# ---- block 1 ----
$ cat src/rtl/lsu_split.sv
// lsu_split: load/store unit that latches one core request, issues one or two
// aligned bus beats, and returns a single registered, extended response.
//   clock, reset_n            rising-edge clock, async active-low reset
//   req_*                     core request handshake and operands
//   resp_valid/rdata/err      one-cycle response pulse
//   io_req_valid/resp_valid   bus beat handshake
//   io_addr/size/wen/wdata/wmask/rdata  bus beat payload
module lsu_split #(
    parameter int XLEN          = 32,
    parameter int MISALIGN_MODE = 1
) (
    input  logic              clock,
    input  logic              reset_n,
    input  logic              req_valid,
    output logic              req_ready,
    input  logic              req_write,
    input  logic [XLEN-1:0]   req_addr,
    input  logic [XLEN-1:0]   req_wdata,
    input  logic [1:0]        req_size,
    input  logic              req_sign,
    output logic              resp_valid,
    output logic [XLEN-1:0]   resp_rdata,
    output logic              resp_err,
    output logic              io_req_valid,
    input  logic              io_resp_valid,
    output logic [XLEN-1:0]   io_addr,
    output logic [1:0]        io_size,
    output logic              io_wen,
    output logic [XLEN-1:0]   io_wdata,
    output logic [XLEN/8-1:0] io_wmask,
    input  logic [XLEN-1:0]   io_rdata
);
    localparam int B   = XLEN / 8;
    localparam int OFF = $clog2(B);

    typedef enum logic [1:0] {IDLE, BEAT1, BEAT2, RESP} state_t;

    state_t            r_state, w_next;
    logic [XLEN-1:0]   r_addr, r_wdata, r_buf, r_rdata;
    logic [1:0]        r_size;
    logic              r_sign, r_write, r_err;

    logic              w_req_err, w_split;
    logic [OFF-1:0]    w_off;
    logic [OFF+2:0]    w_sh;
    logic [OFF+1:0]    w_n;
    logic [XLEN-1:0]   w_base, w_lo, w_hi, w_m, w_word, w_ext;
    logic [2*XLEN-1:0] w_rot, w_cat;
    logic [2*B-1:0]    w_mask2;

    // True when an access of 2^size bytes starting at lane off runs past the beat.
    function automatic logic is_split(input logic [OFF-1:0] off, input logic [1:0] size);
        return ({2'b00, off} + ((OFF+2)'(1) << size)) > (OFF+2)'(B);
    endfunction

    assign w_req_err = (req_size == 2'b11 && XLEN == 32) ||
                       (is_split(req_addr[OFF-1:0], req_size) && MISALIGN_MODE == 0);
    assign w_off     = r_addr[OFF-1:0];
    assign w_split   = is_split(w_off, r_size);
    assign w_sh      = {w_off, 3'b000};
    assign w_n       = (OFF+2)'(1) << r_size;
    assign w_base    = {r_addr[XLEN-1:OFF], {OFF{1'b0}}};

    // Store data rotation: upper half of the doubled word shifted left is a rotate.
    assign w_rot     = {r_wdata, r_wdata} << w_sh;
    assign io_wdata  = w_rot[2*XLEN-1:XLEN];

    // Mask across both beats: low half for beat 1, high half for beat 2.
    assign w_mask2   = (2*B)'((1 << w_n) - 1) << w_off;
    assign io_wmask  = !r_write ? '0 : (r_state == BEAT2) ? w_mask2[2*B-1:B] : w_mask2[B-1:0];

    assign io_size   = r_size;
    assign io_wen    = r_write;

    // In BEAT2 the buffered first beat is the low word and the live bus data the high word.
    assign w_lo      = (r_state == BEAT2) ? r_buf : io_rdata;
    assign w_hi      = (r_state == BEAT2) ? io_rdata : '0;
    assign w_cat     = {w_hi, w_lo} >> w_sh;
    assign w_m       = w_cat[XLEN-1:0];

    generate
        if (XLEN == 64) begin : g_word64
            assign w_word = {{32{r_sign & w_m[31]}}, w_m[31:0]};
        end else begin : g_word32
            assign w_word = w_m;
        end
    endgenerate

    assign w_ext = (r_size == 2'b00) ? {{(XLEN-8){r_sign & w_m[7]}}, w_m[7:0]} :
                   (r_size == 2'b01) ? {{(XLEN-16){r_sign & w_m[15]}}, w_m[15:0]} :
                   (r_size == 2'b10) ? w_word : w_m;

    assign resp_err   = resp_valid & r_err;
    assign resp_rdata = resp_valid ? r_rdata : '0;

    always_ff @(posedge clock or negedge reset_n) begin
        if (!reset_n) r_state <= IDLE;
        else          r_state <= w_next;
    end

    always_comb begin
        w_next       = r_state;
        req_ready    = 1'b0;
        io_req_valid = 1'b0;
        resp_valid   = 1'b0;
        io_addr      = w_base;
        case (r_state)
            IDLE: begin
                req_ready = 1'b1;
                if (req_valid) w_next = w_req_err ? RESP : BEAT1;
            end
            BEAT1: begin
                io_req_valid = 1'b1;
                if (io_resp_valid) w_next = w_split ? BEAT2 : RESP;
            end
            BEAT2: begin
                io_req_valid = 1'b1;
                io_addr      = w_base + XLEN'(B);
                if (io_resp_valid) w_next = RESP;
            end
            default: begin
                resp_valid = 1'b1;
                w_next     = IDLE;
            end
        endcase
    end

    always_ff @(posedge clock or negedge reset_n) begin
        if (!reset_n) begin
            r_addr  <= '0;
            r_wdata <= '0;
            r_size  <= '0;
            r_sign  <= 1'b0;
            r_write <= 1'b0;
            r_err   <= 1'b0;
            r_buf   <= '0;
            r_rdata <= '0;
        end else begin
            if (r_state == IDLE && req_valid) begin
                r_addr  <= req_addr;
                r_wdata <= req_wdata;
                r_size  <= req_size;
                r_sign  <= req_sign;
                r_write <= req_write;
                r_err   <= w_req_err;
                r_rdata <= '0;
            end
            if (r_state == BEAT1 && io_resp_valid) r_buf <= io_rdata;
            if (io_resp_valid && (r_state == BEAT2 || (r_state == BEAT1 && !w_split)))
                r_rdata <= r_write ? '0 : w_ext;
        end
    end
endmodule

$ cat config.mk
export PLATFORM = sky130hd
export DESIGN_NAME = lsu_split
export DESIGN_NICKNAME = d
export VERILOG_FILES = /design/src/rtl/lsu_split.sv
export SDC_FILE = /design/constraint.sdc
export NUM_CORES = 1
export LEC_CHECK = 0
export CAP_MARGIN = 20
export CORE_UTILIZATION = 50
export CTS_BUF_LIST = sky130_fd_sc_hd__clkbuf_4 sky130_fd_sc_hd__clkbuf_8 sky130_fd_sc_hd__clkbuf_16
export DETAILED_ROUTE_END_ITERATION = 8
export PLACE_DENSITY = 0.87
export SYNTH_ARGS = -nofsm -noshare
export SYNTH_HDL_FRONTEND = slang
export SYNTH_SLANG_ARGS = --single-unit
$ cat constraint.sdc
create_clock -name clock -period 3.8 [get_ports clock]
set_clock_uncertainty 0.05 [all_clocks]
set_input_delay 0.76 -clock clock [delete_from_list [all_inputs] [get_ports clock]]
set_output_delay 0.76 -clock clock [all_outputs]
set_load 0.01 [all_outputs]
# ---- block 2 ----
==> src/rtl/cajero_pkg.sv <==
// Shared definitions for the ATM transaction controller.
// State encoding, datapath widths and default lock threshold.
package cajero_pkg;

  localparam int BALANCE_W        = 64;
  localparam int MONTO_W          = 32;
  localparam int PIN_DIGITS       = 4;
  localparam int PIN_W            = 4 * PIN_DIGITS;
  localparam int MAX_INTENTOS_DEF = 3;

  localparam logic [1:0] ST_ESPERA_TARJETA = 2'd0;
  localparam logic [1:0] ST_INGRESO_PIN    = 2'd1;
  localparam logic [1:0] ST_ESPERA_MONTO   = 2'd2;
  localparam logic [1:0] ST_BLOQUEADO      = 2'd3;

  typedef logic [BALANCE_W-1:0] balance_t;

endpackage

==> src/rtl/cajero_pin_entry.sv <==
// PIN keypad collector: shifts digits in MSB-first and flags
// the final digit together with the equality result.
module cajero_pin_entry
  import cajero_pkg::*;
(
  input  logic             clk,
  input  logic             rst,
  input  logic             en,
  input  logic             stb,
  input  logic [3:0]       digit,
  input  logic [PIN_W-1:0] pin,
  output logic             done,
  output logic             match
);

  localparam int CNT_W = $clog2(PIN_DIGITS);

  logic [CNT_W-1:0] count_q, count_d;
  logic [PIN_W-5:0] shift_q, shift_d;
  logic [PIN_W-1:0] entry;

  always_comb begin
    entry   = {shift_q, digit};
    done    = en & stb & (count_q == CNT_W'(PIN_DIGITS - 1));
    match   = (entry == pin);
    shift_d = shift_q;
    count_d = count_q;
    // Leaving the entry phase always discards partial input
    if (!en) begin
      shift_d = '0;
      count_d = '0;
    end else if (stb) begin
      shift_d = entry[PIN_W-5:0];
      count_d = done ? '0 : count_q + CNT_W'(1);
    end
  end

  always_ff @(posedge clk or posedge rst) begin
    if (rst) begin
      count_q <= '0;
      shift_q <= '0;
    end else begin
      count_q <= count_d;
      shift_q <= shift_d;
    end
  end

endmodule

==> src/rtl/cajero_fsm.sv <==
// ATM transaction controller: card detect, PIN check with
// lockout, and a single deposit/withdrawal per card insertion.
module cajero_fsm
  import cajero_pkg::*;
#(
  parameter balance_t BALANCE_INICIAL = 64'd1000,
  parameter int       MAX_INTENTOS    = MAX_INTENTOS_DEF
) (
  input  logic               CLK,
  input  logic               RESET,
  input  logic               TARJETA_RECIBIDA,
  input  logic               TIPO_TRANS,
  input  logic               DIGITO_STB,
  input  logic [3:0]         DIGITO,
  input  logic [PIN_W-1:0]   PIN,
  input  logic               MONTO_STB,
  input  logic [MONTO_W-1:0] MONTO,
  output logic               BALANCE_ACTUALIZADO,
  output logic               ENTREGAR_DINERO,
  output logic               FONDOS_INSUFICIENTES,
  output logic               PIN_INCORRECTO,
  output logic               BLOQUEO,
  output logic [1:0]         ADVERTENCIA
);

  localparam logic [1:0] ATT_LAST = 2'(MAX_INTENTOS - 1);

  logic [1:0] state_q, state_d;
  logic [1:0] att_q, att_d;
  logic       card_q;
  balance_t   bal_q, bal_d;
  balance_t   monto_ext;
  logic       act_q, act_d;
  logic       ent_q, ent_d;
  logic       fon_q, fon_d;
  logic       bad_q, bad_d;
  logic       bloq_q, bloq_d;
  logic       pin_en, pin_done, pin_match;

  assign pin_en = (state_q == ST_INGRESO_PIN) & TARJETA_RECIBIDA;

  cajero_pin_entry u_pin (
    .clk   (CLK),
    .rst   (RESET),
    .en    (pin_en),
    .stb   (DIGITO_STB),
    .digit (DIGITO),
    .pin   (PIN),
    .done  (pin_done),
    .match (pin_match)
  );

  always_comb begin
    monto_ext = {{(BALANCE_W - MONTO_W){1'b0}}, MONTO};
    state_d   = state_q;
    att_d     = att_q;
    bal_d     = bal_q;
    act_d     = 1'b0;
    ent_d     = 1'b0;
    fon_d     = 1'b0;
    bad_d     = 1'b0;
    case (state_q)
      ST_ESPERA_TARJETA: begin
        if (TARJETA_RECIBIDA && !card_q)
          state_d = ST_INGRESO_PIN;
      end
      ST_INGRESO_PIN: begin
        if (!TARJETA_RECIBIDA) begin
          state_d = ST_ESPERA_TARJETA;
        end else if (pin_done) begin
          if (pin_match) begin
            state_d = ST_ESPERA_MONTO;
            att_d   = '0;
          end else begin
            bad_d = 1'b1;
            // Count saturates at the last value so the warning holds
            if (att_q == ATT_LAST)
              state_d = ST_BLOQUEADO;
            else
              att_d = att_q + 2'd1;
          end
        end
      end
      ST_ESPERA_MONTO: begin
        if (!TARJETA_RECIBIDA) begin
          state_d = ST_ESPERA_TARJETA;
        end else if (MONTO_STB) begin
          state_d = ST_ESPERA_TARJETA;
          if (!TIPO_TRANS) begin
            bal_d = bal_q + monto_ext;
            act_d = 1'b1;
          end else if (monto_ext <= bal_q) begin
            bal_d = bal_q - monto_ext;
            act_d = 1'b1;
            ent_d = 1'b1;
          end else begin
            fon_d = 1'b1;
          end
        end
      end
      ST_BLOQUEADO: begin
      end
      default: state_d = ST_ESPERA_TARJETA;
    endcase
    bloq_d = (state_d == ST_BLOQUEADO);
  end

  always_ff @(posedge CLK or posedge RESET) begin
    if (RESET) begin
      state_q <= ST_ESPERA_TARJETA;
      att_q   <= '0;
      card_q  <= 1'b0;
      bal_q   <= BALANCE_INICIAL;
      act_q   <= 1'b0;
      ent_q   <= 1'b0;
      fon_q   <= 1'b0;
      bad_q   <= 1'b0;
      bloq_q  <= 1'b0;
    end else begin
      state_q <= state_d;
      att_q   <= att_d;
      card_q  <= TARJETA_RECIBIDA;
      bal_q   <= bal_d;
      act_q   <= act_d;
      ent_q   <= ent_d;
      fon_q   <= fon_d;
      bad_q   <= bad_d;
      bloq_q  <= bloq_d;
    end
  end

  assign BALANCE_ACTUALIZADO  = act_q;
  assign ENTREGAR_DINERO      = ent_q;
  assign FONDOS_INSUFICIENTES = fon_q;
  assign PIN_INCORRECTO       = bad_q;
  assign BLOQUEO              = bloq_q;
  assign ADVERTENCIA          = att_q;

endmodule

==> config.mk <==
export PLATFORM = sky130hd
export DESIGN_NAME = cajero_fsm
export DESIGN_NICKNAME = d
export VERILOG_FILES = /design/src/rtl/cajero_pkg.sv /design/src/rtl/cajero_pin_entry.sv /design/src/rtl/cajero_fsm.sv
export SDC_FILE = /design/constraint.sdc
export NUM_CORES = 1
export LEC_CHECK = 0
export CAP_MARGIN = 20
export CORE_ASPECT_RATIO = 2
export CORE_MARGIN = 1
export CORE_UTILIZATION = 30
export CTS_CLUSTER_DIAMETER = 80
export DETAILED_ROUTE_END_ITERATION = 16
export PLACE_DENSITY = 0.56
export SYNTH_ARGS = -nofsm -noshare
export SYNTH_HDL_FRONTEND = slang
export SYNTH_SLANG_ARGS = --single-unit
export TNS_END_PERCENT = 20
==> constraint.sdc <==
create_clock -name CLK -period 7.6 [get_ports CLK]
set_input_delay 2.28 -clock CLK [delete_from_list [all_inputs] [get_ports CLK]]
set_output_delay 2.28 -clock CLK [all_outputs]
set_load 0.02 [all_outputs]
# ---- block 3 ----
--- src/rtl/pwmdir_pkg.sv ---
// Shared types and helpers for the multi-channel PWM/DIR generator.
// Dead-time insertion is enabled by defining PWMDIR_DEADTIME_EN.
package pwmdir_pkg;

  typedef enum logic [1:0] {
    ST_IDLE,
    ST_RUN,
    ST_DEAD
  } ch_state_e;

  // Counter width able to hold 0..period.
  function automatic int cnt_w(input int period);
    return $clog2(period + 1);
  endfunction

  // |v| without overflow for the most-negative value, clamped to lim.
  function automatic logic [63:0] abs_sat(
    input logic signed [63:0] v,
    input logic [63:0]        lim
  );
    logic [63:0] a;
    a = v[63] ? 64'(-v) : 64'(v);
    return (a > lim) ? lim : a;
  endfunction

endpackage

--- src/rtl/pwmdir_channel.sv ---
// One PWM/DIR channel: boundary-loaded shadows, state machine, compare.
// PWMDIR_DEADTIME_EN adds a DEAD state after a direction reversal.
module pwmdir_channel
  import pwmdir_pkg::*;
#(
  parameter int CMD_W    = 32,
  parameter int PERIOD   = 1000,
  parameter int DEADTIME = 50,
  parameter int CNT_W    = 10
) (
  input  logic                    clk,
  input  logic                    rst,
  input  logic                    enable,
  input  logic signed [CMD_W-1:0] cmd,
  input  logic [CNT_W-1:0]        cnt,
  input  logic                    boundary,
  output logic                    pwm,
  output logic                    dir,
  output logic signed [CMD_W-1:0] duty_fb
);

  localparam logic [63:0] LIM = 64'(PERIOD);

  ch_state_e               state_q, state_d;
  logic [CNT_W-1:0]        duty_sh_q, duty_sh_d;
  logic                    dir_q, dir_d;
  logic                    pwm_q, pwm_d;
  logic signed [CMD_W-1:0] fb_q, fb_d;

  logic [CNT_W-1:0]        mag;
  logic                    new_dir;
  logic signed [CMD_W-1:0] mag_s;
  logic signed [CMD_W-1:0] fb_new;

  assign mag     = CNT_W'(abs_sat(64'(cmd), LIM));
  assign new_dir = (cmd > 0);
  assign mag_s   = CMD_W'(mag);
  assign fb_new  = new_dir ? mag_s : -mag_s;

`ifdef PWMDIR_DEADTIME_EN
  localparam int DW = (DEADTIME > 0) ? $clog2(DEADTIME + 1) : 1;
  logic [DW-1:0] dead_q, dead_d;
`else
  logic unused_dt;
  assign unused_dt = ^32'(DEADTIME);
`endif

  // Next state: disable is immediate, loads happen only at the wrap.
  always_comb begin
    state_d   = state_q;
    duty_sh_d = duty_sh_q;
    dir_d     = dir_q;
    fb_d      = fb_q;
    pwm_d     = 1'b0;
`ifdef PWMDIR_DEADTIME_EN
    dead_d    = dead_q;
`endif
    if (!enable) begin
      state_d   = ST_IDLE;
      duty_sh_d = '0;
      fb_d      = '0;
`ifdef PWMDIR_DEADTIME_EN
      dead_d    = '0;
`endif
    end else begin
      if (state_q == ST_RUN)
        pwm_d = (cnt < duty_sh_q);
`ifdef PWMDIR_DEADTIME_EN
      if (state_q == ST_DEAD) begin
        dead_d = dead_q - 1'b1;
        if (dead_q == DW'(1))
          state_d = ST_RUN;
      end
`endif
      if (boundary) begin
        duty_sh_d = mag;
        dir_d     = new_dir;
        fb_d      = fb_new;
        if (state_q == ST_IDLE)
          state_d = ST_RUN;
`ifdef PWMDIR_DEADTIME_EN
        // Reversal under load: bridge stays off while dir settles.
        if (state_q != ST_IDLE && new_dir != dir_q &&
            mag != '0 && DEADTIME > 0) begin
          state_d = ST_DEAD;
          dead_d  = DW'(DEADTIME);
          pwm_d   = 1'b0;
        end
`endif
      end
    end
  end

  // Channel registers.
  always_ff @(posedge clk or posedge rst) begin
    if (rst) begin
      state_q   <= ST_IDLE;
      duty_sh_q <= '0;
      dir_q     <= 1'b0;
      pwm_q     <= 1'b0;
      fb_q      <= '0;
`ifdef PWMDIR_DEADTIME_EN
      dead_q    <= '0;
`endif
    end else begin
      state_q   <= state_d;
      duty_sh_q <= duty_sh_d;
      dir_q     <= dir_d;
      pwm_q     <= pwm_d;
      fb_q      <= fb_d;
`ifdef PWMDIR_DEADTIME_EN
      dead_q    <= dead_d;
`endif
    end
  end

  assign pwm     = pwm_q;
  assign dir     = dir_q;
  assign duty_fb = fb_q;

endmodule

--- src/rtl/pwmdir_multi.sv ---
// Multi-channel PWM/DIR generator with a shared period counter.
// Define PWMDIR_DEADTIME_EN to insert dead time on DIR reversal.
module pwmdir_multi
  import pwmdir_pkg::*;
#(
  parameter int CHANNELS = 4,
  parameter int CMD_W    = 32,
  parameter int PERIOD   = 1000,
  parameter int DEADTIME = 50
) (
  input  logic                      clk,
  input  logic                      rst,
  input  logic [CHANNELS-1:0]       enable,
  input  logic [CHANNELS*CMD_W-1:0] duty_cmd,
  output logic [CHANNELS-1:0]       pwm,
  output logic [CHANNELS-1:0]       dir,
  output logic [CHANNELS*CMD_W-1:0] duty_fb,
  output logic                      period_tick
);

  localparam int CNT_W = cnt_w(PERIOD);

  logic [CNT_W-1:0] cnt_q, cnt_d;
  logic             tick_q, tick_d;
  logic             boundary;

  assign boundary = (cnt_q == CNT_W'(PERIOD - 1));

  // Free-running period counter; tick marks cnt==0 after a wrap.
  always_comb begin
    cnt_d  = boundary ? '0 : cnt_q + 1'b1;
    tick_d = boundary;
  end

  // Counter registers.
  always_ff @(posedge clk or posedge rst) begin
    if (rst) begin
      cnt_q  <= '0;
      tick_q <= 1'b0;
    end else begin
      cnt_q  <= cnt_d;
      tick_q <= tick_d;
    end
  end

  assign period_tick = tick_q;

  for (genvar i = 0; i < CHANNELS; i++) begin : g_ch
    pwmdir_channel #(
      .CMD_W    (CMD_W),
      .PERIOD   (PERIOD),
      .DEADTIME (DEADTIME),
      .CNT_W    (CNT_W)
    ) u_ch (
      .clk      (clk),
      .rst      (rst),
      .enable   (enable[i]),
      .cmd      (duty_cmd[i*CMD_W +: CMD_W]),
      .cnt      (cnt_q),
      .boundary (boundary),
      .pwm      (pwm[i]),
      .dir      (dir[i]),
      .duty_fb  (duty_fb[i*CMD_W +: CMD_W])
    );
  end

endmodule

--- config.mk ---
export PLATFORM = sky130hd
export DESIGN_NAME = pwmdir_multi
export DESIGN_NICKNAME = d
export VERILOG_FILES = /design/src/rtl/pwmdir_pkg.sv /design/src/rtl/pwmdir_channel.sv /design/src/rtl/pwmdir_multi.sv
export SDC_FILE = /design/constraint.sdc
export NUM_CORES = 1
export LEC_CHECK = 0
export ABC_AREA = 1
export CAP_MARGIN = 15
export CELL_PAD_IN_SITES_DETAIL_PLACEMENT = 1
export CELL_PAD_IN_SITES_GLOBAL_PLACEMENT = 2
export CORE_UTILIZATION = 28
export DETAILED_ROUTE_END_ITERATION = 6
export PLACE_DENSITY = 0.95
export RECOVER_POWER = 100
export SKIP_LAST_GASP = 1
export SLEW_MARGIN = 25
export SYNTH_ARGS = -nofsm -noshare
export SYNTH_HDL_FRONTEND = slang
export SYNTH_SLANG_ARGS = --single-unit
export TNS_END_PERCENT = 100
--- constraint.sdc ---
create_clock -name clk -period 5.68 [get_ports clk]
set_input_delay 0.852 -clock clk [delete_from_list [all_inputs] [get_ports clk]]
set_output_delay 0.852 -clock clk [all_outputs]
set_load 0.05 [all_outputs]
# ---- block 4 ----
## src/rtl/fsm_arb_pkg.sv

```systemverilog
// Shared types and widths for the round-robin command arbiter.
package fsm_arb_pkg;
  localparam int CMD_W   = 3;
  localparam int CNT_W   = 4;
  localparam int STATE_W = 3;

  typedef enum logic [STATE_W-1:0] {
    IDLE    = 3'd0,
    GRANT   = 3'd1,
    HOLD    = 3'd2,
    RELEASE = 3'd3
  } state_e;
endpackage

```

## src/rtl/fsm_arb_rr_pick.sv

```systemverilog
// Combinational round-robin pick: first set request at or above ptr, wrapping.
module fsm_arb_rr_pick #(
  parameter int NREQ  = 4,
  parameter int PTR_W = $clog2(NREQ)
) (
  input  logic [NREQ-1:0]  req_i,
  input  logic [PTR_W-1:0] ptr_i,
  output logic [NREQ-1:0]  win_o,
  output logic             any_o
);
  logic [NREQ-1:0] rot;
  logic [NREQ-1:0] pick;
  logic            found;

  // Rotate so ptr sits at bit 0, take the lowest set bit, rotate back.
  always_comb begin
    rot   = NREQ'({req_i, req_i} >> ptr_i);
    pick  = '0;
    found = 1'b0;
    for (int i = 0; i < NREQ; i++) begin
      if (rot[i] && !found) begin
        pick[i] = 1'b1;
        found   = 1'b1;
      end
    end
    win_o = NREQ'(({pick, pick} << ptr_i) >> NREQ);
  end

  assign any_o = |req_i;
endmodule

```

## src/rtl/fsm_cmd_arbiter.sv

```systemverilog
// Round-robin arbiter feeding one requester's command to a shared FSM.
// Optional FSM_ARB_LOCK_EN adds a lock input restricting IDLE arbitration to req[0].
module fsm_cmd_arbiter
  import fsm_arb_pkg::*;
#(
  parameter int NREQ        = 4,
  parameter int HOLD_CYCLES = 2
) (
  input  logic                  clk,
  input  logic                  rst_n,
  input  logic [NREQ-1:0]       req,
  input  logic [NREQ*CMD_W-1:0] cmd,
`ifdef FSM_ARB_LOCK_EN
  input  logic                  lock,
`endif
  output logic [NREQ-1:0]       gnt,
  output logic [CMD_W-1:0]      fsm_user_input,
  output logic                  fsm_valid,
  input  logic [CMD_W-1:0]      fsm_out,
  output logic [CMD_W-1:0]      rsp_data,
  output logic                  rsp_valid,
  output logic                  err
);
  localparam int PTR_W = $clog2(NREQ);

  state_e             state_q;
  logic [PTR_W-1:0]   ptr_q, ptr_d, widx_q, win_idx;
  logic [CNT_W-1:0]   cnt_q;
  logic [NREQ-1:0]    gnt_q, req_arb, win;
  logic               any;
  logic [CMD_W-1:0]   fui_q, win_cmd, rsp_data_q;
  logic               fsm_valid_q, rsp_valid_q, err_q;

`ifdef FSM_ARB_LOCK_EN
  assign req_arb = lock ? (req & NREQ'(1)) : req;
`else
  assign req_arb = req;
`endif

  fsm_arb_rr_pick #(.NREQ(NREQ), .PTR_W(PTR_W)) u_pick (
    .req_i (req_arb),
    .ptr_i (ptr_q),
    .win_o (win),
    .any_o (any)
  );

  always_comb begin
    win_idx = '0;
    win_cmd = '0;
    for (int i = 0; i < NREQ; i++) begin
      if (win[i]) win_idx = PTR_W'(i);
      win_cmd = win_cmd | (cmd[i*CMD_W +: CMD_W] & {CMD_W{win[i]}});
    end
  end

  assign ptr_d = (widx_q == PTR_W'(NREQ-1)) ? '0 : widx_q + PTR_W'(1);

  always_ff @(posedge clk) begin
    if (!rst_n) begin
      state_q     <= IDLE;
      ptr_q       <= '0;
      widx_q      <= '0;
      cnt_q       <= '0;
      gnt_q       <= '0;
      fui_q       <= '0;
      fsm_valid_q <= 1'b0;
      rsp_data_q  <= '0;
      rsp_valid_q <= 1'b0;
      err_q       <= 1'b0;
    end else begin
      fsm_valid_q <= 1'b0;
      rsp_valid_q <= 1'b0;
      err_q       <= 1'b0;
      case (state_q)
        IDLE: begin
          if (any) begin
            state_q     <= GRANT;
            gnt_q       <= win;
            widx_q      <= win_idx;
            fui_q       <= win_cmd;
            fsm_valid_q <= 1'b1;
          end
        end
        GRANT: begin
          state_q <= HOLD;
          cnt_q   <= CNT_W'(HOLD_CYCLES-1);
        end
        HOLD: begin
          // Winner dropping its request ends the hold early.
          if (!req[widx_q] || cnt_q == '0) begin
            state_q     <= RELEASE;
            gnt_q       <= '0;
            fui_q       <= '0;
            rsp_data_q  <= fsm_out;
            rsp_valid_q <= 1'b1;
          end else begin
            cnt_q <= cnt_q - CNT_W'(1);
          end
        end
        RELEASE: begin
          state_q <= IDLE;
          ptr_q   <= ptr_d;
        end
        default: begin
          state_q <= IDLE;
          gnt_q   <= '0;
          fui_q   <= '0;
          err_q   <= 1'b1;
        end
      endcase
    end
  end

  assign gnt            = gnt_q;
  assign fsm_user_input = fui_q;
  assign fsm_valid      = fsm_valid_q;
  assign rsp_data       = rsp_data_q;
  assign rsp_valid      = rsp_valid_q;
  assign err            = err_q;
endmodule

```

## config.mk

```make
export PLATFORM = sky130hd
export DESIGN_NAME = fsm_cmd_arbiter
export DESIGN_NICKNAME = d
export VERILOG_FILES = /design/src/rtl/fsm_arb_pkg.sv /design/src/rtl/fsm_arb_rr_pick.sv /design/src/rtl/fsm_cmd_arbiter.sv
export SDC_FILE = /design/constraint.sdc
export NUM_CORES = 1
export LEC_CHECK = 0
export CAP_MARGIN = 20
export CORE_MARGIN = 8
export CORE_UTILIZATION = 45
export CTS_CLUSTER_SIZE = 30
export DETAILED_ROUTE_END_ITERATION = 12
export PLACE_DENSITY = 0.75
export SLEW_MARGIN = 20
export SYNTH_ARGS = -nofsm -noshare
export SYNTH_HDL_FRONTEND = slang
export SYNTH_SLANG_ARGS = --single-unit
```

## constraint.sdc

```tcl
create_clock -name clk -period 4.7 [get_ports clk]
set_input_delay 0.94 -clock clk [delete_from_list [all_inputs] [get_ports clk]]
set_output_delay 0.94 -clock clk [all_outputs]
set_load 0.005 [all_outputs]
```


## Gallery

Cell classes on the final placement.
shot_01.png
Scale: 1 px per µm.
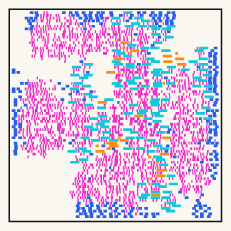
shot_02.png
Scale: 2 px per µm.
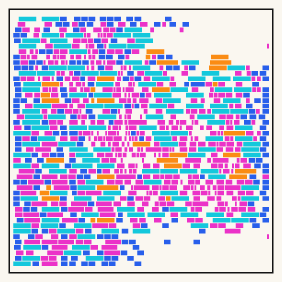
shot_03.png
Scale: 1.5 px per µm.
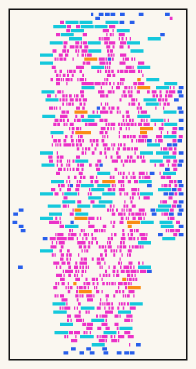
shot_04.png
Scale: 4 px per µm.
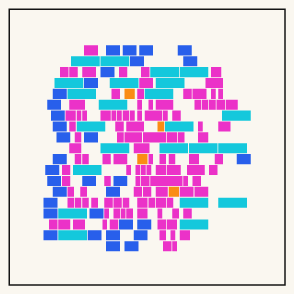
Of these, smallest die: shot_04.png
Of these, highest utilization: shot_02.png
- shot_04.png = block 4
- shot_03.png = block 2
- shot_01.png = block 3
- shot_02.png = block 1

block_2/pinout.png
Scale: 2 px per µm. Pins as bars across the die edge, other pins in grey.
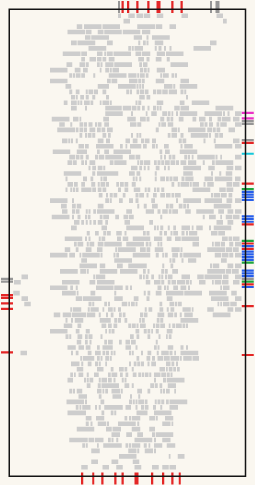
legend:
  cyan:
    port: `DIGITO_STB`
    pins: 1
    direction: input
    edge: right
  green:
    port: `DIGITO`
    pins: 4
    direction: input
    edge: right
  magenta:
    port: `ADVERTENCIA`
    pins: 2
    direction: output
    edge: right
  blue:
    port: `PIN`
    pins: 16
    direction: input
    edge: right
  red:
    port: `MONTO`
    pins: 32
    direction: input
    edge: 11 bottom, 8 right, 8 top, 5 left
all pins by edge: 35 right, 12 top, 11 bottom, 7 left

block_2/layers.png
Scale: 1.5 px per µm.
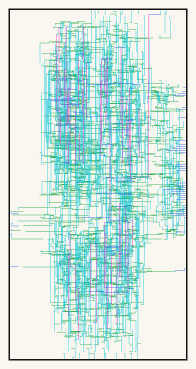
legend:
  magenta:
    layer: M4
    wire_length: 1800 µm
  blue:
    layer: M3
    wire_length: 772 µm
  green:
    layer: M1
    wire_length: 8650 µm
  cyan:
    layer: M2
    wire_length: 14300 µm

==> results.ini, block 2 <==
[critical_path]
crit_start = MONTO[1]
endpoint = bal_q[60]
startpoint_type = primary input
r2r_end = bal_q[60]

[synth]
synth-edff-count = 0
ys_types = 81
ys_seq_share_pct = 27.68

[cts]
cts_root_buffer = clkbuf_16
cts_buffers = 9
postCtsSetupBuffers = 0
ctsHoldBuffers = 0

[hold_path]
hold_path_class = reg -> reg

[sta]
hold_viol = 0

[run]
cap_viol_max_count = 0

[status]
status = completed

[die]
die-width_um = 117.3

## block 2: layer usage
layer  global-route usage [%]  vias to the layer above  wire length (µm)
met2                    38.42                      221             14300
met3                    2.377                      108               772
met1                    16.99                     3573              8651
met4                    15.34                        0              1796
met5                        0                        -                 0
li1                         -                     3596                 -
## block 2: power by group through the flow
| stage | registers, W | clock network, W | logic (W) |
|---|---|---|---|
| CTS | 0.000472 | 0.000502 | 0.000168 |
| floorplan | 0.000481 | 0 | 0.000102 |
| global route | 0.000472 | 0.000516 | 0.000183 |
| detailed placement | 0.000481 | 0 | 0.000167 |
| global placement | 0.000481 | 0 | 0.000166 |
| finish | 0.000472 | 0.000492 | 0.000166 |
## block 2: cells by family (layout without fill, tap and decap cells)
| group | Yosys count | in the layout | share of synthesized area, % |
|---|---|---|---|
| buffers and inverters | 125 | 154 | 6.583 |
| adder cells (fa/ha/maj) | 68 | 68 | 10.85 |
| multiplexers | 16 | 16 | 2.006 |
| XOR/XNOR | 78 | 78 | 8.558 |
| flip-flops | 88 | 88 | 27.68 |
| AND-OR/OR-AND | 257 | 257 | 21.41 |
| AND/OR/NAND/NOR | 370 | 370 | 22.92 |
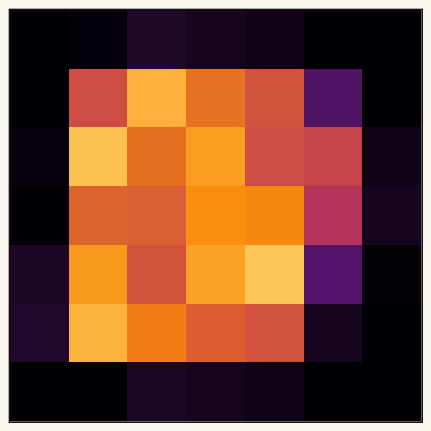
block_4/util_map.png
Scale: 6 px per µm. 7 x 7 tiles, from black (low) to pale yellow (high), 0 to 100% covered.
fullest tile: 87%
tiles over 75% full: 16%
mean over tiles: 33%
densest ninth of the die: centre
core area: 2686 µm²
post-layout util: 59.62%
FP Util: 46.30%

==> results.ini, block 4 <==
[status]
status = completed

[finish]
comb_area_um2 = 706.9
seq_cell_count = 23
n_clock_buffer = 3

[place]
place_congestion = 0.7143
port_buffers = 33

[route]
met1_length_mm = 1.258
drtIter0Drc = 86

[cts]
clk_latency_ns = 0.31
htreeDepth = 1

[critical_path]
path_cells = clkdlybuf4s50_1 > mux4_2 > a32oi_2 > and2_1 > mux2i_1 > nor2b_1

[die]
io_pins = 34
die-width_um = 68.57
chipArea_um2 = 4702

[sta]
fmax_ghz = 0.3645

[synth]
ys_top_cells_by_count = 23 x dfxtp_1, 11 x a21oi_1, 10 x inv_1

[global_routing]
grt_pass1_vias = 1102

[power]
switching_share_pct = 38.25

==> block 4: cells by family after synthesis <==
family                   after synthesis
buffers and inverters                 16
multiplexers                           7
XOR/XNOR                               1
AND/OR/NAND/NOR                       48
flip-flops                            23
adder cells (fa/ha/maj)                6
AND-OR/OR-AND                         41
==> block 4: power groups by stage <==
| stage | Clock [W] | Sequential (W) | Combinational, W |
|---|---|---|---|
| 2_1_floorplan | 0 | 0.000289 | 0.000259 |
| 3_3_place_gp | 0 | 0.000291 | 0.000369 |
| 3_5_place_dp | 0 | 0.000295 | 0.000379 |
| 4_1_cts | 0.0000975 | 0.000291 | 0.000380 |
| 5_1_grt | 0.000106 | 0.000297 | 0.000428 |
| 6_report | 0.0000933 | 0.000291 | 0.000377 |
==> block 4: worst paths after layout <==
| path | from | to | slack [ns] | cells past startpoint |
|---|---|---|---|---|
| max | req[3] | gnt[1] | 1.96 | 6 |
| min | gnt[3] | gnt[3] | 0.48 | 2 |
| max reg2reg | cnt_q[0] | gnt[1] | 2.62 | 7 |
| min reg2reg | gnt[3] | gnt[3] | 0.48 | 2 |
block_3/clock_nets.png
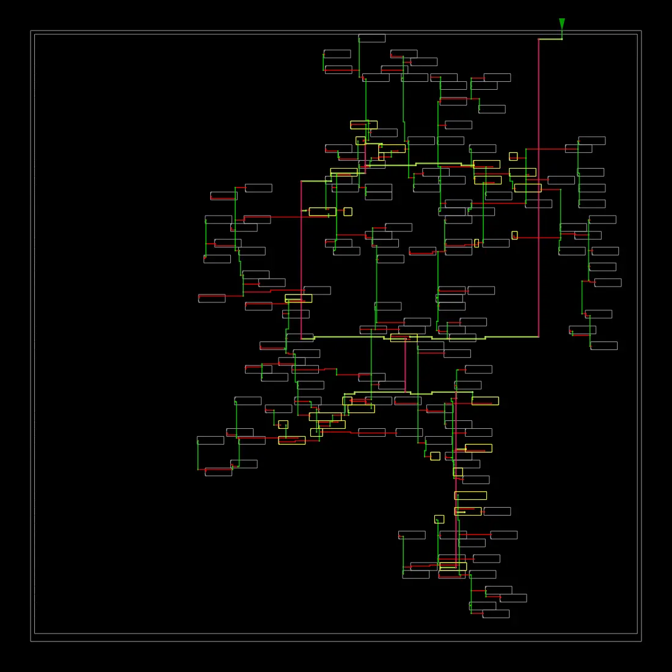
Num CTS Buffers: 17
Clk Latency, worst-skew pair: 0.44 ns

block_3/util_map.png
Scale: 2 px per µm. 21 x 21 tiles, from black (low) to pale yellow (high), 0 to 100% covered.
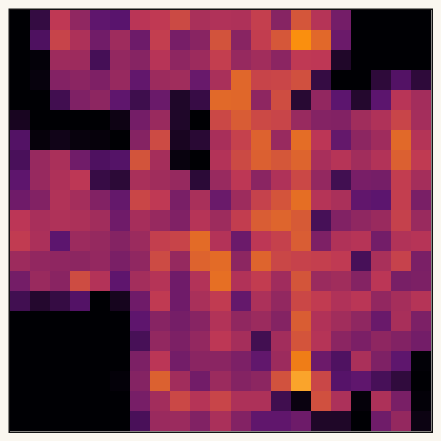
emptiest ninth of the die: lower left
tiles over 75% full: 0.50%
nearly empty tiles: 16%
mean over tiles: 33%

==> results.ini, block 3 <==
[finish]
largest_register_ff_count = 76
n_all_buffers = 279
clock_cell_area_share_pct = 3.733
lay_top_count = nand2_1

[synth]
top_cell_area_share_pct = 27.70
synth-edff-count = 0
adder_share_pct = 5.026
postSynthAreaPerCell_um2 = 6.353

[cts]
cts_tree = yes

[critical_path]
critPathRequiredTime_ns = 6.05
startpoint_type = primary input

[run]
cap_viol_max_count = 2

[status]
status = finished with violations
violations = max-capacitance violations, max-slew violations

[sta]
maxSlewViolCount = 103
setup_ws_ns = 1.160

[die]
tap_cells = 585

[global_routing]
use_met2_pct = 33.73

[place]
placed_cells = 2698

[route]
drtIter0Drc = 571

[block 3: path summary, 6_finish.rpt]
path | cells after the start | end | slack (ns) | from
max | 13 | g_ch[1].u_ch.duty_fb[9] | 1.16 | duty_cmd[32]
min | 2 | g_ch[2].u_ch.duty_fb[2] | 0.47 | g_ch[2].u_ch.duty_fb[2]
max reg2reg | 9 | g_ch[2].u_ch.duty_fb[26] | 2.47 | cnt_q[1]
min reg2reg | 2 | g_ch[2].u_ch.duty_fb[2] | 0.47 | g_ch[2].u_ch.duty_fb[2]
max in group asynchronous | 3 | cnt_q[8] | 1.52 | rst
min in group asynchronous | 2 | g_ch[2].u_ch.duty_fb[3] | 2.04 | rst
[block 3: power groups by stage]
stage | combinational, W | sequential [W] | clock (W)
floorplan | 0.000284 | 0.000982 | 0
global placement | 0.000488 | 0.000982 | 0
detailed placement | 0.000499 | 0.000982 | 0
CTS | 0.000501 | 0.000964 | 0.00114
global route | 0.000543 | 0.000964 | 0.00118
finish | 0.000488 | 0.000965 | 0.00111
[block 3: through the flow]
step                hold WS, ns  util (%)
floorplan                0.4365         -
global placement         0.4574     35.13
detailed placement       0.4664     35.13
CTS                      0.4823     36.48
global route             0.4995     36.03
finish                   0.4744     36.03
block_1/pinout.png
Scale: 3 px per µm. Pins as bars across the die edge, other pins in grey.
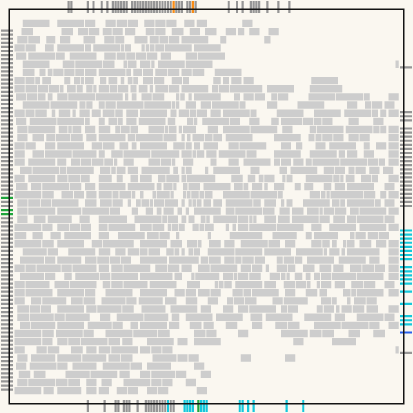
legend:
  orange:
    port: `io_size`
    pins: 2
    direction: output
    edge: top
  cyan:
    port: `io_rdata`
    pins: 32
    direction: input
    edge: 18 right, 14 bottom
  blue:
    port: `reset_n`
    pins: 1
    direction: input
    edge: right
  green:
    port: `io_wmask`
    pins: 4
    direction: output
    edge: 3 left, 1 bottom
all pins by edge: 89 left, 45 top, 44 right, 33 bottom

==> results.ini, block 1 <==
[power]
pwr-share-seq_pct = 27.6
p_seq_w = 0.00297

[sta]
timing.hold.ws_ns = 0.3633

[global_routing]
grt_overflow = 0
grt.met3_usage_pct = 9.324
use_met2_pct = 47.00

[synth]
top_logic_kind = multiplexers
ys.flops = 135
topCellsByArea = dfrtp_1 41%, mux2_2 16%, mux4_2 11%
top_area_cell = dfrtp_1
synth.most_common_cell = dfrtp_1

[finish]
n_antenna_cell = 0
comb_area_um2 = 4634
layout-drive-gt1-share_pct = 25.20

[die]
chipArea_um2 = 17150
fp.coreArea_um2 = 16060
fp_util_pct = 51.78

[place]
dpl.hpwl_mm = 15.72

[route]
met1_length_mm = 8.633
vias_per_cell = 5.976
dr_wl_met3_mm = 1.984

[cts]
postCtsSetupBuffers = 0
htreeDepth = 4
cts_root_buffer = clkbuf_16

[critical_path]
path_max_fanout = 5
path_cells = inv_1 > ha_2 > and4_1 > and4_1 > nand4_1 > buf_4 > nor4_2 > xor2_1 > clkdlybuf4s50_1

[status]
status = completed

## block 1: through the flow
stage	instance area [µm²]	std cells	util, %	worst slack (ns)	power, W
6_report	11230	1105	69.95	0.1794	0.01073
5_1_grt	11230	1105	69.95	0.0007838	0.01133
4_1_cts	11210	1104	69.83	0.08558	0.01074
3_5_place_dp	10530	1072	65.58	0.5571	0.008733
3_3_place_gp	10530	1072	65.58	0.6520	0.008574
2_1_floorplan	8319	687	-	0.9589	0.006483
## block 1: flip-flops by register name (all words and copies together), names as in the netlist
name / flops
r_rdata: 32
r_state: 2
r_addr: 32
r_err: 1
io_wen: 1
r_sign: 1
io_size: 2
r_wdata: 32
r_buf: 32
## block 1: logic make-up after synthesis
kind of cell / count (synthesis)
flops: 135
fa+ha+maj: 8
compound gates: 101
simple gates: 151
buf+inv: 64
other cells: 1
mux: 196
xor+xnor: 30
## block 1: cell type report
cell class | count | area share (%)
Multi-Input combinational cell | 488 | 41.26
Tap cell | 216 | 2.406
Clock inverter | 12 | 1.983
Timing Repair Buffer | 225 | 19.82
Sequential cell | 135 | 30.14
Clock buffer | 20 | 4.099
Inverter | 9 | 0.3007


==> gallery <==
Clock routing.
panel A
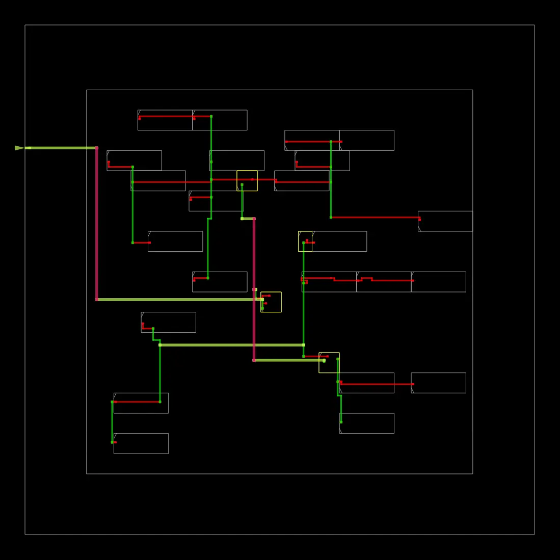
panel B
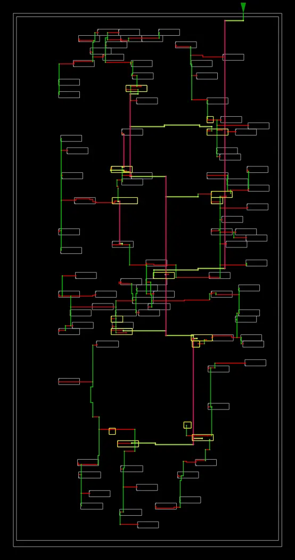
panel C
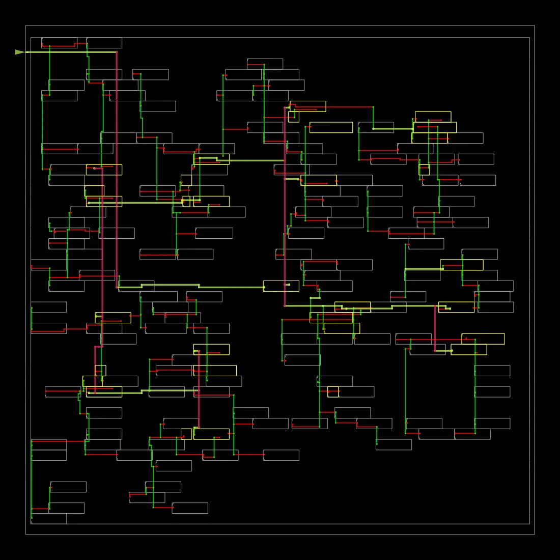
- fewest sequential cells: panel A
- most clock buffers: panel C
Panel C comes from block 1.
Panel B comes from block 2.
Panel A comes from block 4.


==> notes/layouts.md <==
Pictures saved along the way, in no particular order.

Signal wires by layer.
picture 1
Scale: 1 px per µm.
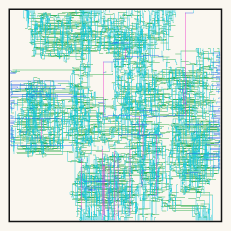
picture 2
Scale: 2 px per µm.
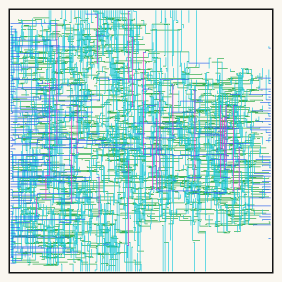
picture 3
Scale: 4 px per µm.
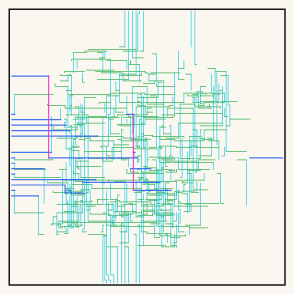
- picture 1 = block 3
- picture 3 = block 4
- picture 2 = block 1
The one with the least wire is picture 3.

No activity file was given, so power comes from the tool's default toggle rates.
